==================== block 1
**Block 1: routed metal per tile**

The die is cut into 32 by 32 equal tiles; dark purple is low, yellow is high, scaled to the fullest tile. Values are wire area over tile area, all layers added.
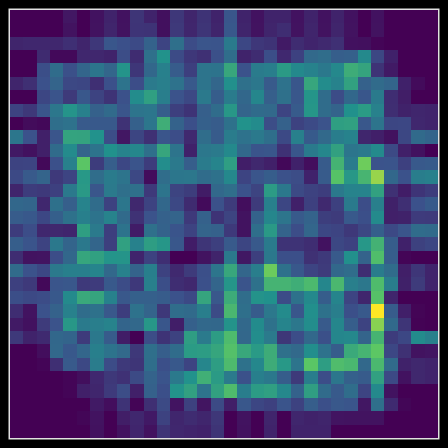

`config.mk`:
```
export PLATFORM = sky130hd
export DESIGN_NAME = proc_run_controller
export DESIGN_NICKNAME = d
export VERILOG_FILES = /design/src/rtl/proc_ctrl_pkg.sv /design/src/rtl/sat_counter.sv /design/src/rtl/proc_run_controller.sv
export SDC_FILE = /design/constraint.sdc
export NUM_CORES = 1
export LEC_CHECK = 0
export ABC_AREA = 1
export CELL_PAD_IN_SITES_DETAIL_PLACEMENT = 0
export CELL_PAD_IN_SITES_GLOBAL_PLACEMENT = 1
export CORE_MARGIN = 8
export CORE_UTILIZATION = 37
export DETAILED_ROUTE_END_ITERATION = 16
export PLACE_DENSITY_LB_ADDON = 0.15
export SYNTH_ARGS = -nofsm -noshare
export SYNTH_HDL_FRONTEND = slang
export SYNTH_SLANG_ARGS = --single-unit
```
`constraint.sdc`:
```
create_clock -name t_clk -period 2.6 [get_ports t_clk]
set_input_delay 0.39 -clock t_clk [delete_from_list [all_inputs] [get_ports t_clk]]
set_output_delay 0.39 -clock t_clk [all_outputs]
set_load 0.01 [all_outputs]
```
`src/rtl/proc_ctrl_pkg.sv`:
```
// ============================================================================
// Module   : proc_ctrl_pkg
// Brief    : Shared run-state type and default limits for the run controller.
// Revision : 1.0
// ============================================================================
`default_nettype none

package proc_ctrl_pkg;

  typedef enum logic [2:0] {
    ST_IDLE    = 3'd0,
    ST_RESET   = 3'd1,
    ST_RUN     = 3'd2,
    ST_HALTED  = 3'd3,
    ST_TIMEOUT = 3'd4
  } run_state_t;

  localparam int unsigned c_DEF_RESET_CYCLES = 5;
  localparam int unsigned c_DEF_MAX_CYCLES   = 1000;
  localparam int unsigned c_DEF_LOOP_LIMIT   = 2;

  // Bits needed to hold the values 0..v, never less than one.
  function automatic int unsigned cnt_width(input int unsigned v);
    return (v < 2) ? 1 : $clog2(v + 1);
  endfunction

endpackage

`default_nettype wire

```
`src/rtl/sat_counter.sv`:
```
// ============================================================================
// Module   : sat_counter
// Brief    : Up-counter with synchronous clear that sticks at all-ones.
// Revision : 1.0
// ============================================================================
`default_nettype none

module sat_counter #(
  parameter int unsigned W = 8
) (
  input  logic         clk,
  input  logic         rst,
  input  logic         i_clr,
  input  logic         i_en,
  output logic [W-1:0] o_q
);

  logic [W-1:0] r_q;

  always_ff @(posedge clk) begin
    if (rst || i_clr) begin
      r_q <= '0;
    end else if (i_en && (r_q != '1)) begin
      r_q <= r_q + 1'b1;
    end
  end

  assign o_q = r_q;

endmodule

`default_nettype wire

```
`src/rtl/proc_run_controller.sv`:
```
// ============================================================================
// Module   : proc_run_controller
// Brief    : Sequences core reset, gates core execution and detects program end.
// Revision : 1.0
// ============================================================================
`default_nettype none

module proc_run_controller
  import proc_ctrl_pkg::*;
#(
  parameter int unsigned PC_W         = 64,
  parameter int unsigned CNT_W        = 32,
  parameter int unsigned RESET_CYCLES = c_DEF_RESET_CYCLES,
  parameter int unsigned MAX_CYCLES   = c_DEF_MAX_CYCLES,
  parameter int unsigned LOOP_LIMIT   = c_DEF_LOOP_LIMIT
) (
  input  logic             t_clk,
  input  logic             t_rst,
  input  logic             start,
  input  logic             step_mode,
  input  logic             step,
  input  logic [PC_W-1:0]  core_pc,
  input  logic             core_retire,
  output logic             core_rst,
  output logic             core_en,
  output logic [CNT_W-1:0] cycle_count,
  output logic [CNT_W-1:0] retire_count,
  output logic             busy,
  output logic             done,
  output logic             timeout
);

  localparam int unsigned c_RC_W = cnt_width(RESET_CYCLES);
  localparam int unsigned c_LP_W = cnt_width(LOOP_LIMIT);
  localparam logic [63:0] c_WDOG = 64'(MAX_CYCLES);

  run_state_t        r_state;
  logic [PC_W-1:0]   r_last_pc;
  logic              r_pc_valid;

  logic [c_RC_W-1:0] w_rst_cnt;
  logic [c_LP_W-1:0] w_loop_cnt;
  logic              w_start_run;
  logic              w_active;
  logic              w_pc_same;
  logic              w_loop_clr;
  logic              w_loop_hit;
  logic              w_wdog_hit;
  logic              w_rst_done;

  assign w_start_run = start && ((r_state == ST_IDLE) || (r_state == ST_HALTED) ||
                                 (r_state == ST_TIMEOUT));
  assign w_active    = (r_state == ST_RUN) && core_en;
  assign w_pc_same   = r_pc_valid && (core_pc == r_last_pc);
  assign w_loop_clr  = w_start_run || (w_active && !w_pc_same);
  assign w_loop_hit  = w_active && w_pc_same && (w_loop_cnt == c_LP_W'(LOOP_LIMIT - 1));
  // The watchdog fires on the edge that moves cycle_count onto MAX_CYCLES;
  // a saturated counter never moves again, so it cannot fire there.
  assign w_wdog_hit  = w_active && (MAX_CYCLES != 0) && (cycle_count != '1) &&
                       ((64'(cycle_count) + 64'd1) == c_WDOG);
  assign w_rst_done  = (r_state == ST_RESET) && (w_rst_cnt == c_RC_W'(RESET_CYCLES - 1));

  sat_counter #(.W(CNT_W)) u_cycle_cnt (
    .clk   (t_clk),
    .rst   (t_rst),
    .i_clr (w_start_run),
    .i_en  (w_active),
    .o_q   (cycle_count)
  );

  sat_counter #(.W(CNT_W)) u_retire_cnt (
    .clk   (t_clk),
    .rst   (t_rst),
    .i_clr (w_start_run),
    .i_en  (w_active && core_retire),
    .o_q   (retire_count)
  );

  sat_counter #(.W(c_RC_W)) u_rst_cnt (
    .clk   (t_clk),
    .rst   (t_rst),
    .i_clr (w_start_run),
    .i_en  (r_state == ST_RESET),
    .o_q   (w_rst_cnt)
  );

  sat_counter #(.W(c_LP_W)) u_loop_cnt (
    .clk   (t_clk),
    .rst   (t_rst),
    .i_clr (w_loop_clr),
    .i_en  (w_active && w_pc_same),
    .o_q   (w_loop_cnt)
  );

  // Capture the PC of the first enabled cycle and of every PC change.
  always_ff @(posedge t_clk) begin
    if (t_rst || w_start_run) begin
      r_pc_valid <= 1'b0;
      r_last_pc  <= '0;
    end else if (w_active && !w_pc_same) begin
      r_pc_valid <= 1'b1;
      r_last_pc  <= core_pc;
    end
  end

  always_ff @(posedge t_clk) begin
    if (t_rst) begin
      r_state  <= ST_IDLE;
      core_rst <= 1'b1;
      core_en  <= 1'b0;
      busy     <= 1'b0;
      done     <= 1'b0;
      timeout  <= 1'b0;
    end else begin
      case (r_state)
        ST_IDLE, ST_HALTED, ST_TIMEOUT: begin
          core_en <= 1'b0;
          if (start) begin
            r_state  <= ST_RESET;
            core_rst <= 1'b1;
            busy     <= 1'b1;
            done     <= 1'b0;
            timeout  <= 1'b0;
          end
        end
        ST_RESET: begin
          core_en <= 1'b0;
          if (w_rst_done) begin
            r_state  <= ST_RUN;
            core_rst <= 1'b0;
          end
        end
        ST_RUN: begin
          if (w_loop_hit) begin
            r_state <= ST_HALTED;
            done    <= 1'b1;
            core_en <= 1'b0;
            busy    <= 1'b0;
          end else if (w_wdog_hit) begin
            r_state <= ST_TIMEOUT;
            timeout <= 1'b1;
            core_en <= 1'b0;
            busy    <= 1'b0;
          end else begin
            // A step seen while the granted enable is still up is dropped.
            core_en <= step_mode ? (step && !core_en) : 1'b1;
          end
        end
        default: begin
          r_state  <= ST_IDLE;
          core_rst <= 1'b1;
          core_en  <= 1'b0;
          busy     <= 1'b0;
        end
      endcase
    end
  end

endmodule

`default_nettype wire

```
==================== block 2
`config.mk`:
```
export PLATFORM = sky130hd
export DESIGN_NAME = pc_sequencer
export DESIGN_NICKNAME = d
export VERILOG_FILES = /design/src/rtl/pc_sequencer.sv
export SDC_FILE = /design/constraint.sdc
export NUM_CORES = 1
export LEC_CHECK = 0
export CAP_MARGIN = 20
export CORE_AREA = 2 2 77 79
export DETAILED_ROUTE_END_ITERATION = 10
export DIE_AREA = 0 0 79 81
export PLACE_DENSITY = 0.7
export SYNTH_ARGS = -nofsm -noshare
export SYNTH_HDL_FRONTEND = slang
export SYNTH_SLANG_ARGS = --single-unit
```
`constraint.sdc`:
```
create_clock -name CLK -period 5.5 [get_ports CLK]
set_input_delay 1.1 -clock CLK [delete_from_list [all_inputs] [get_ports CLK]]
set_output_delay 1.1 -clock CLK [all_outputs]
set_load 0.01 [all_outputs]
```
`src/rtl/pc_sequencer.sv`:
```
// Program counter with count, absolute/relative branch and CALL/RET via a return-address stack.
// All state advances only on strobed cycles; command priority is RET > CALL > BRANCH > REL > COUNT.
module pc_sequencer #(
    parameter int unsigned           ADDR_WIDTH   = 8,
    parameter int unsigned           STACK_DEPTH  = 4,
    parameter logic [ADDR_WIDTH-1:0] RESET_VECTOR = '0
) (
    input  logic                  CLK,
    input  logic                  ACLR,
    input  logic                  SLOW_CLOCK_STRB,
    input  logic                  PC_COUNT,
    input  logic                  BRANCH,
    input  logic                  BRANCH_REL,
    input  logic                  CALL,
    input  logic                  RET,
    input  logic [ADDR_WIDTH-1:0] BRANCH_ADDRESS,
    input  logic [ADDR_WIDTH-1:0] BRANCH_OFFSET,
    output logic [ADDR_WIDTH-1:0] PC_VAL,
    output logic [4:0]            STACK_LEVEL,
    output logic                  STACK_FULL,
    output logic                  STACK_EMPTY,
    output logic                  STACK_OVF,
    output logic                  STACK_UNF
);

    localparam int unsigned IDX_W     = (STACK_DEPTH > 1) ? $clog2(STACK_DEPTH) : 1;
    localparam logic [4:0]  DEPTH_LVL = 5'(STACK_DEPTH);

    logic [ADDR_WIDTH-1:0] r_pc;
    logic [ADDR_WIDTH-1:0] w_pc_next;
    logic [ADDR_WIDTH-1:0] w_pc_inc;
    logic [4:0]            r_level;
    logic [4:0]            w_level_next;
    logic [4:0]            w_level_m1;
    logic                  r_ovf;
    logic                  w_ovf_next;
    logic                  r_unf;
    logic                  w_unf_next;
    logic                  w_full;
    logic                  w_empty;
    logic                  w_push;
    logic [IDX_W-1:0]      w_wr_idx;
    logic [IDX_W-1:0]      w_rd_idx;
    logic [ADDR_WIDTH-1:0] r_stack [STACK_DEPTH];

    assign w_full     = (r_level == DEPTH_LVL);
    assign w_empty    = (r_level == 5'd0);
    assign w_pc_inc   = r_pc + ADDR_WIDTH'(1);
    assign w_level_m1 = r_level - 5'd1;
    assign w_wr_idx   = r_level[IDX_W-1:0];
    assign w_rd_idx   = w_level_m1[IDX_W-1:0];

    always_comb begin
        w_pc_next    = r_pc;
        w_level_next = r_level;
        w_ovf_next   = r_ovf;
        w_unf_next   = r_unf;
        w_push       = 1'b0;
        if (SLOW_CLOCK_STRB) begin
            if (RET) begin
                if (w_empty) begin
                    w_unf_next = 1'b1;
                end else begin
                    w_pc_next    = r_stack[w_rd_idx];
                    w_level_next = w_level_m1;
                end
            end else if (CALL) begin
                if (w_full) begin
                    w_ovf_next = 1'b1;
                end else begin
                    w_push       = 1'b1;
                    w_pc_next    = BRANCH_ADDRESS;
                    w_level_next = r_level + 5'd1;
                end
            end else if (BRANCH) begin
                w_pc_next = BRANCH_ADDRESS;
            end else if (BRANCH_REL) begin
                // Same-width add: modulo arithmetic gives the signed offset for free.
                w_pc_next = r_pc + BRANCH_OFFSET;
            end else if (PC_COUNT) begin
                w_pc_next = w_pc_inc;
            end
        end
    end

    always_ff @(posedge CLK or posedge ACLR) begin
        if (ACLR) begin
            r_pc    <= RESET_VECTOR;
            r_level <= 5'd0;
            r_ovf   <= 1'b0;
            r_unf   <= 1'b0;
        end else begin
            r_pc    <= w_pc_next;
            r_level <= w_level_next;
            r_ovf   <= w_ovf_next;
            r_unf   <= w_unf_next;
        end
    end

    // Stack contents are don't-care after reset, so they carry no reset.
    always_ff @(posedge CLK) begin
        if (w_push) begin
            r_stack[w_wr_idx] <= w_pc_inc;
        end
    end

    assign PC_VAL      = r_pc;
    assign STACK_LEVEL = r_level;
    assign STACK_FULL  = w_full;
    assign STACK_EMPTY = w_empty;
    assign STACK_OVF   = r_ovf;
    assign STACK_UNF   = r_unf;

endmodule

```
**Block 1: clock wiring as the flow saved it**

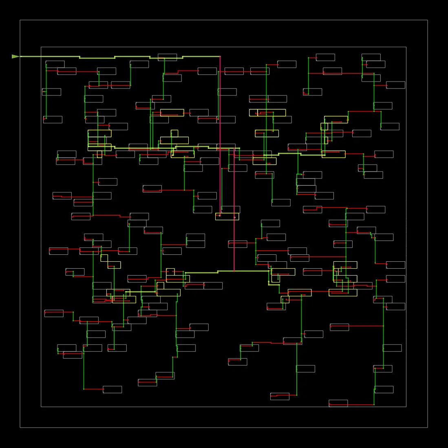
# clk buffers: 19
clock latency on the worst-skew pair: 420 ps
Seq cells: 142

## Picture notes: 'routed metal per tile' of block 1
mean over tiles: 0.13
nearly empty tiles: 11%
fullest tile: 0.51
emptiest ninth of the die: lower left
tiles over half the peak: 10%
densest ninth of the die: bottom center

==> impl_metrics.py, block 1 <==
# Physical implementation metrics
metrics = {
    "power": {
        "power_per_cell_area_mw_per_mm2": 527.4,
        "clockPowerShare_pct": 47.7,
        "power_leakage_nw": 3.930,
        "totalPowerFinal_mw": 5.321,
    },
    "logic_synthesis": {
        "ys_cells": 1160,
        "synthTopCellsByArea": "dfxtp_1 (37%), nand2_1 (12%), nor2_1 (8.5%)",
        "synth_async_sr_flop_share_pct": 0,
        "syn_area_per_cell_um2": 6.634,
    },
    "outcome": {
        "status": "completed",
    },
    "final_layout": {
        "largest_class": "logic gates",
    },
    "worst_setup_path": {
        "cp-endpoint": "r_state[2]",
        "start_kind": "flop",
        "crit_type": "reg2reg",
        "path_depth": 16,
        "r2r_setup_slack_ps": 290,
    },
    "floorplan": {
        "die_w_um": 160.2,
        "fp_util_pct": 37.91,
    },
    "global_route": {
        "grtUsageMet2_pct": 28.99,
    },
    "clock_tree": {
        "cts_buffers": 17,
    },
}
[block 1: cells in the final DEF, fill, tap and decap left out, types with 3 or more instances in the layout]
cell / count
inv_1: 141
nand2_1: 245
o21ai_0: 115
clkinv_4: 3
nand3_1: 26
ha_1: 8
nor4_1: 4
nand2_2: 10
clkinvlp_4: 4
nand4_1: 21
dfxtp_1: 142
nor3b_1: 8
nand3b_1: 14
buf_12: 4
xnor2_1: 21
nor3_1: 27
nor2_2: 6
xor2_1: 18
a31oi_1: 9
nor2_4: 9
o21a_1: 3
clkdlybuf4s50_1: 138
a211oi_1: 7
o21ai_1: 4
inv_2: 4
buf_4: 14
clkbuf_16: 17
a21oi_1: 81
or2_2: 10
nor2_1: 172
nand3_2: 3
bufinv_16: 3
[block 1: logic make-up after synthesis]
logic type | synth area share (%)
simple gates | 32.72
compound gates | 15.41
buf+inv | 8.894
flops | 36.94
xor+xnor | 4.439
fa+ha+maj | 1.301
mux | 0.2927
[block 1: worst min-delay path, cell delays in order, from the launching register on]
cell and delay (ps):
dfxtp_1 300, inv_1 70, a21oi_1 60
**Block 2: routed metal per tile**

The die is cut into 16 by 16 equal tiles; dark purple is low, yellow is high, scaled to the fullest tile. Values are wire area over tile area, all layers added.
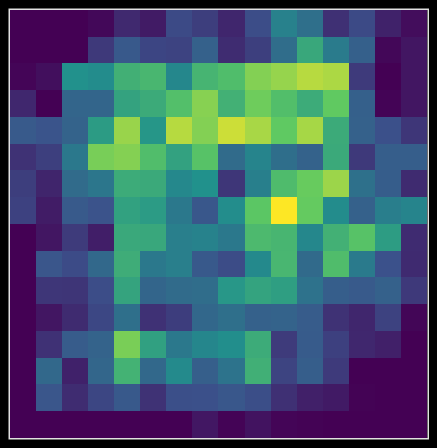
emptiest ninth of the die: lower right
fullest tile: 0.45
densest ninth of the die: top center
tiles over half the peak: 25%

==> impl_metrics.py, block 2 <==
# Physical implementation metrics
metrics = {
    "logic_synthesis": {
        "synthDistinctLibCells": 56,
        "syn_area_per_cell_um2": 11.73,
        "synthTopCellsByArea": "edfxtp_1 (35%), dfrtp_1 (14%), mux4_2 (6.6%)",
    },
    "clock_tree": {
        "post_cts_resized": 0,
        "ctsHoldBuffers": 0,
        "cts_setup_buffers": 0,
        "clk_latency_ps": 310,
        "cts_buffers": 5,
    },
    "global_route": {
        "grtUsageMet2_pct": 31.69,
    },
    "outcome": {
        "status": "completed",
    },
    "power": {
        "power_leakage_nw": 1.186,
    },
    "worst_setup_path": {
        "worstPathMaxFanout": 15,
    },
    "drt": {
        "dr.pass1.iters": 4,
        "post-route-drc-count": 0,
        "viasPerCell": 5.751,
    },
    "sta": {
        "slew_headroom_pct": 40.51,
        "report.final.slew_viol_count": 0,
    },
    "min_path": {
        "hold_end": "STACK_UNF",
    },
}
block 2: layout make-up:
type                       count  area [µm²]
sequential                    47        1336
fill                         513        2410
clock buffer                   5       68.82
tap                           75       93.84
timing repair buffer          40       400.4
clock inverter                 3       22.52
multi-input combinational    165        1306
inverter                      10       37.54
block 2: power by group:
| part | internal, mW | switching [mW] | total (mW) |
|---|---|---|---|
| Combinational | 0.347 | 0.351 | 0.698 |
| Clock | 0.0911 | 0.122 | 0.213 |
| Sequential | 0.490 | 0.115 | 0.604 |
| Total | 0.927 | 0.588 | 1.52 |
block 2: metrics by stage:
stage / hold WS (ps) / instances / worst slack [ps] / util [%]
global route: 515.1 / 345 / 1621 / 57.54
detailed placement: 462.4 / 337 / 2008 / 55.93
CTS: 484.1 / 345 / 1786 / 57.54
finish: 485.5 / 345 / 1829 / 57.54
global placement: 467.2 / 337 / 2095 / 55.93
floorplan: 502.5 / 233 / 2779 / -
block 2: worst max-delay path, stage by stage (launching register included):
cell and delay, ps:
dfrtp_1 660, inv_1 230, ha_1 210, or3b_1 500, nor2_1 130, clkdlybuf4s50_1 540

## Gallery

Cell area per tile.
image #1
Scale bar: 50 µm. The die is cut into 16 by 16 equal tiles; dark purple is low, yellow is high, 0 to 100% covered.
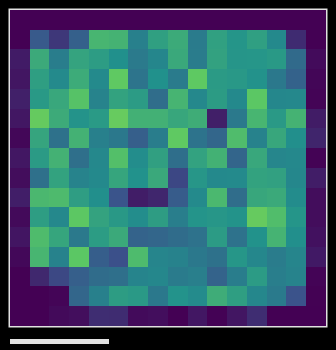
image #2
Scale bar: 20 µm. The die is cut into 8 by 8 equal tiles; dark purple is low, yellow is high, 0 to 100% covered.
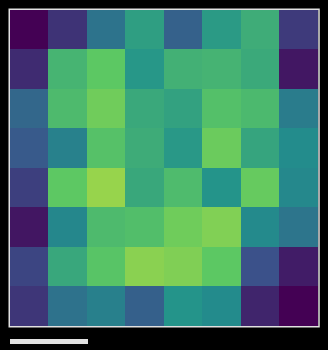
Of these, largest die: image #1
Of these, highest utilization: image #2
Image #1 is block 1.
Image #2 is block 2.


==================== block 3
**Block 3: routed metal per tile**

The die is cut into 13 by 13 equal tiles; dark purple is low, yellow is high, scaled to the fullest tile. Values are wire area over tile area, all layers added.
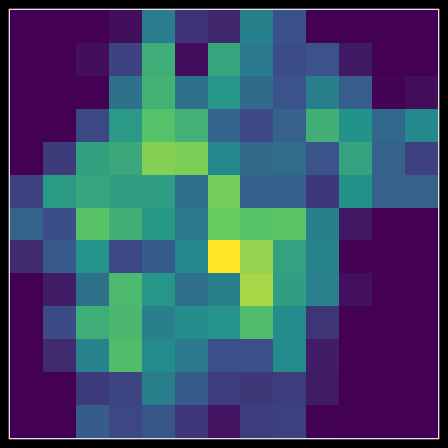
==> config.mk <==
export PLATFORM = sky130hd
export DESIGN_NAME = ram_stream_reader
export DESIGN_NICKNAME = d
export VERILOG_FILES = /design/src/rtl/ram_pkg.sv /design/src/rtl/rd_out_stage.sv /design/src/rtl/ram_stream_reader.sv
export SDC_FILE = /design/constraint.sdc
export NUM_CORES = 1
export LEC_CHECK = 0
export ABC_AREA = 0
export CELL_PAD_IN_SITES_DETAIL_PLACEMENT = 1
export CELL_PAD_IN_SITES_GLOBAL_PLACEMENT = 2
export CORE_UTILIZATION = 25
export CTS_CLUSTER_DIAMETER = 100
export DETAILED_ROUTE_END_ITERATION = 6
export PLACE_DENSITY = 0.77
export SETUP_SLACK_MARGIN = 0.2
export SLEW_MARGIN = 15
export SYNTH_ARGS = -nofsm -noshare
export SYNTH_HDL_FRONTEND = slang
export SYNTH_HIERARCHICAL = 1
export SYNTH_SLANG_ARGS = --single-unit
==> constraint.sdc <==
create_clock -name clk -period 1.8 [get_ports clk]
set_input_delay 0.54 -clock clk [delete_from_list [all_inputs] [get_ports clk]]
set_output_delay 0.54 -clock clk [all_outputs]
set_load 0.01 [all_outputs]
==> src/rtl/ram_pkg.sv <==
// ---------------------------------------------------------------------------
// ram_pkg
// Shared definitions for the 8x8 RAM family and its stream reader.
//   DEFAULT_DATA_W / DEFAULT_ADDR_W : default word and address widths
//   RAM_DEPTH                       : number of words for the default width
//   rd_state_t                      : reader control states
// ---------------------------------------------------------------------------
package ram_pkg;

  localparam int DEFAULT_DATA_W = 8;
  localparam int DEFAULT_ADDR_W = 3;
  localparam int RAM_DEPTH      = 2 ** DEFAULT_ADDR_W;

  // CSUM is only reachable when the checksum beat is compiled in.
  typedef enum logic [1:0] {
    IDLE = 2'd0,
    READ = 2'd1,
    CSUM = 2'd2,
    DONE = 2'd3
  } rd_state_t;

endpackage

==> src/rtl/rd_out_stage.sv <==
// ---------------------------------------------------------------------------
// rd_out_stage
// One-entry registered valid/ready output slot. A new word may be loaded
// whenever the slot is empty or its current word is being accepted; while the
// downstream stalls the word and its last flag are held stable.
//   clk, rst_n  : clock, asynchronous active-low reset
//   load        : write load_data/load_last into the slot (only when slot_free)
//   load_data   : word to present
//   load_last   : end-of-burst marker for that word
//   m_ready     : downstream ready
//   m_data      : registered stream data
//   m_valid     : slot holds a word
//   m_last      : registered end-of-burst marker
//   slot_free   : the slot can accept a load this cycle
// ---------------------------------------------------------------------------
module rd_out_stage #(
  parameter int DATA_W = 8
) (
  input  logic              clk,
  input  logic              rst_n,
  input  logic              load,
  input  logic [DATA_W-1:0] load_data,
  input  logic              load_last,
  input  logic              m_ready,
  output logic [DATA_W-1:0] m_data,
  output logic              m_valid,
  output logic              m_last,
  output logic              slot_free
);

  assign slot_free = !m_valid || m_ready;

  // NOTE: state is updated with non-blocking assignments in an always_ff with
  // rst_n in the sensitivity list, so reset clears it without waiting for clk.
  always_ff @(posedge clk or negedge rst_n) begin
    if (!rst_n) begin
      m_data  <= '0;
      m_valid <= 1'b0;
      m_last  <= 1'b0;
    end else if (load) begin
      m_data  <= load_data;
      m_valid <= 1'b1;
      m_last  <= load_last;
    end else if (m_valid && m_ready) begin
      // Accepted with nothing behind it: empty the slot, keep the data bits.
      m_valid <= 1'b0;
      m_last  <= 1'b0;
    end
  end

endmodule

==> src/rtl/ram_stream_reader.sv <==
// ---------------------------------------------------------------------------
// ram_stream_reader
// Walks a contiguous (wrapping) address range of a combinational-read RAM on a
// start command and streams each word out on a valid/ready interface.
//   clk, rst_n  : clock, asynchronous active-low reset
//   start       : burst request, sampled only while idle
//   start_addr  : first address of the burst
//   len         : number of words, 0..2**ADDR_W (larger values are clamped)
//   busy        : burst in progress (low in the done cycle)
//   done        : one-cycle pulse at the end of a burst
//   ram_addr    : RAM read address
//   ram_dout    : RAM combinational read data
//   m_data, m_valid, m_ready, m_last : output stream
// Build option: define RAM_READER_CHECKSUM_EN to append one beat carrying the
// XOR of all data beats; that beat then carries m_last instead of the final
// data beat.
// ---------------------------------------------------------------------------
module ram_stream_reader
  import ram_pkg::*;
#(
  parameter int DATA_W = DEFAULT_DATA_W,
  parameter int ADDR_W = DEFAULT_ADDR_W
) (
  input  logic              clk,
  input  logic              rst_n,
  input  logic              start,
  input  logic [ADDR_W-1:0] start_addr,
  input  logic [ADDR_W:0]   len,
  output logic              busy,
  output logic              done,
  output logic [ADDR_W-1:0] ram_addr,
  input  logic [DATA_W-1:0] ram_dout,
  output logic [DATA_W-1:0] m_data,
  output logic              m_valid,
  input  logic              m_ready,
  output logic              m_last
);

  localparam logic [ADDR_W:0] DEPTH_LEN = (ADDR_W + 1)'(2 ** ADDR_W);

  rd_state_t         state, state_nxt;
  logic [ADDR_W-1:0] ptr;
  logic [ADDR_W:0]   remaining;
  logic              slot_free;
  logic              load;
  logic              data_load;
  logic [DATA_W-1:0] load_data;
  logic              load_last;

`ifdef RAM_READER_CHECKSUM_EN
  logic [DATA_W-1:0] csum;
`endif

  // NOTE: every signal driven here gets a default first, so no path through
  // the case leaves one unassigned and no latch is inferred.
  always_comb begin
    state_nxt = state;
    load      = 1'b0;
    data_load = 1'b0;
    load_data = ram_dout;
    load_last = 1'b0;
    unique case (state)
      IDLE: begin
        if (start) state_nxt = READ;
      end
      READ: begin
        if (slot_free) begin
          if (remaining != '0) begin
            load      = 1'b1;
            data_load = 1'b1;
`ifdef RAM_READER_CHECKSUM_EN
            load_last = 1'b0;
`else
            load_last = (remaining == (ADDR_W + 1)'(1));
`endif
          end else begin
`ifdef RAM_READER_CHECKSUM_EN
            // All data beats are loaded; csum already includes the last one.
            load      = 1'b1;
            load_data = csum;
            load_last = 1'b1;
            state_nxt = CSUM;
`else
            // Nothing left to load and the slot is empty or its final beat
            // is being accepted right now.
            state_nxt = DONE;
`endif
          end
        end
      end
`ifdef RAM_READER_CHECKSUM_EN
      CSUM: begin
        if (m_valid && m_ready) state_nxt = DONE;
      end
`endif
      DONE: begin
        state_nxt = IDLE;
      end
      default: begin
        state_nxt = IDLE;
      end
    endcase
  end

  always_ff @(posedge clk or negedge rst_n) begin
    if (!rst_n) begin
      state     <= IDLE;
      ptr       <= '0;
      remaining <= '0;
    end else begin
      state <= state_nxt;
      if (state == IDLE && start) begin
        ptr       <= start_addr;
        remaining <= (len > DEPTH_LEN) ? DEPTH_LEN : len;
      end else if (data_load) begin
        ptr       <= ptr + ADDR_W'(1);  // wraps modulo the RAM depth
        remaining <= remaining - (ADDR_W + 1)'(1);
      end
    end
  end

`ifdef RAM_READER_CHECKSUM_EN
  always_ff @(posedge clk or negedge rst_n) begin
    if (!rst_n) begin
      csum <= '0;
    end else if (state == IDLE && start) begin
      csum <= '0;
    end else if (data_load) begin
      csum <= csum ^ ram_dout;
    end
  end
`endif

  assign busy     = (state == READ) || (state == CSUM);
  assign done     = (state == DONE);
  assign ram_addr = ptr;

  rd_out_stage #(
    .DATA_W (DATA_W)
  ) u_out (
    .clk       (clk),
    .rst_n     (rst_n),
    .load      (load),
    .load_data (load_data),
    .load_last (load_last),
    .m_ready   (m_ready),
    .m_data    (m_data),
    .m_valid   (m_valid),
    .m_last    (m_last),
    .slot_free (slot_free)
  );

endmodule

==> impl_metrics.py <==
# Physical implementation metrics
metrics = {
    "worst_setup_path": {
        "cp-startpoint": "state[0]",
        "ff2ff_path_depth": 5,
        "crit_path_end_kind": "primary output",
        "r2r_setup_slack_ps": 180,
        "critPathRequiredTime_ps": 1260,
    },
    "clock_tree": {
        "cts_max_level": 1,
        "post_cts_resized": 26,
        "path_clk_slew_ps": 70,
        "cts_setup_buffers": 3,
    },
    "sta": {
        "setup_tns_ps": 0,
        "timing.final.crit_period_ps": 1659,
        "fin_crit_sh_pct": 92.18,
        "rsz0062_at_grt": "yes",
        "setup_viol_count_final": 0,
        "worst_pin_slew_ps": 291.3,
        "holdWs_ps": 508.5,
    },
    "logic_synthesis": {
        "synth_warnings": 6,
        "top_cells_by_count": "dfrtp_1 (19), ha_1 (7), mux2_4 (7)",
        "ys_cells": 90,
        "synthTopCellsByArea": "dfrtp_1 (47%), mux2_4 (10%), ha_1 (8.7%)",
        "ff_type": "dfrtp_1",
        "ys_ff": 19,
        "yosys_area_mm2": 0.001012,
    },
    "power": {
        "swShare_pct": 36.91,
        "p_sw_uw": 996.0,
        "power_leakage_nw": 0.7345,
        "totalPowerFinal_mw": 2.699,
        "p_seq_share_pct": 30.6,
    },
    "drt": {
        "drtIter0Drc": 9,
        "ant_nets": 0,
        "wl_um": 2658,
    },
    "floorplan": {
        "row_count": 22,
        "die_w_um": 65.63,
        "dieArea_mm2": 0.004307,
    },
    "outcome": {
        "status": "completed",
    },
    "global_route": {
        "grt_pass1_wl_um": 4443,
    },
    "final_layout": {
        "comb_area_um2": 560.5,
        "fin_util_pct": 42.27,
        "syn_to_final_growth_pct": 57.48,
        "finalInstanceArea_mm2": 0.001594,
        "finalNonFillerCells": 187,
    },
    "placement": {
        "place_area_mm2": 0.001476,
        "place.gp.congestion": 0.7701,
    },
}
## Picture notes: 'routed metal per tile' of block 3
mean over tiles: 0.094
tiles over half the peak: 23%
nearly empty tiles: 27%
fullest tile: 0.33
emptiest ninth of the die: lower right
densest ninth of the die: center

[state kept, by name (all words and copies together), names as in the netlist]
name           flops
u_out/m_last       1
u_out/m_valid      1
state              2
remaining          4
u_out/m_data       8
ram_addr           3
[power groups by stage]
stage	logic [mW]	registers, mW	clock network (mW)
after global routing	1.75	0.858	0.322
after floorplan	0.787	0.862	0
after CTS	1.52	0.825	0.302
after global placement	1.45	0.821	0
final	1.59	0.825	0.288
after detailed placement	1.50	0.829	0
[layout make-up]
class / instances / share of cell area, %
clock buffers: 4 / 2.826
inverters: 5 / 1.177
multi-input cells: 63 / 35.16
flip-flops and latches: 19 / 29.83
well taps: 48 / 3.768
repair buffers: 48 / 27.24
[cell families after synthesis]
group           Yosys count  share of synthesized area, %
fa+ha+maj                 7                         8.652
flops                    19                         46.97
compound gates           21                         12.49
mux                      10                         13.60
buf+inv                   8                         4.450
simple gates             25                         13.84
[critical path, stage by stage, from the launching register on]
cell and delay, ps:
dfrtp_1 410, buf_4 140, ha_1 180, buf_2 140
[per-layer routing]
metal	GRT usage, %	share of wire [%]	up-vias
li1	-	-	418
met1	15.93	42	426
met2	25.00	53	13
met3	3.125	2.5	2
met4	5.707	1.6	0
met5	0	0	-


==> notes/layouts.md <==
Pictures saved along the way, in no particular order.

Routed metal, one color a layer.
Two of the layers only.
(a)
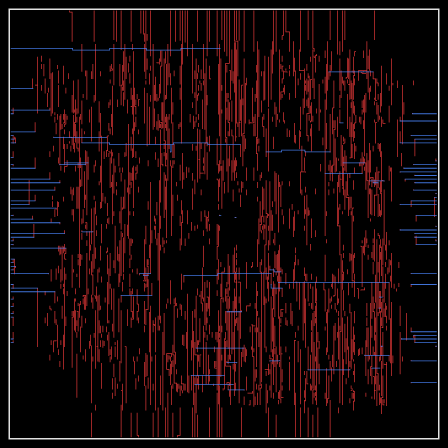
(b)
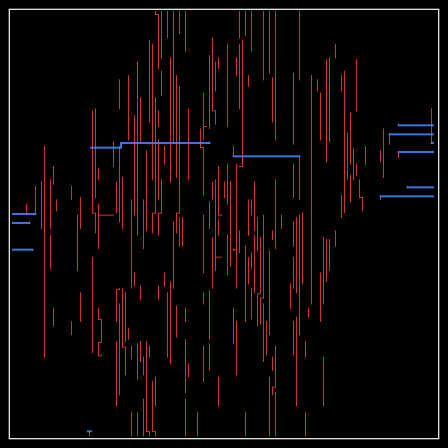
(c)
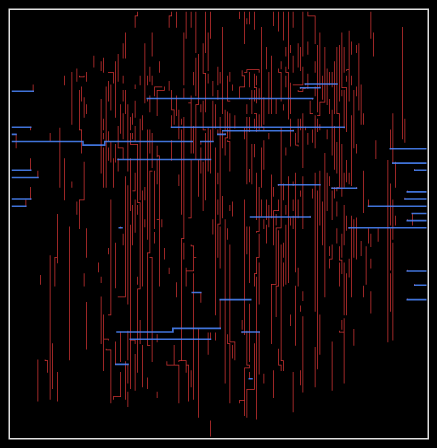
Of these, most wire: (a)
Of these, least wire: (b)
| from | picture |
|---|---|
| block 2 | (c) |
| block 1 | (a) |
| block 3 | (b) |

Key to (b):
[red] metal 2 | wire length: 1420 µm
[blue] metal 3 | wire length: 67.6 µm

Power is estimated from default activity; no workload was simulated.
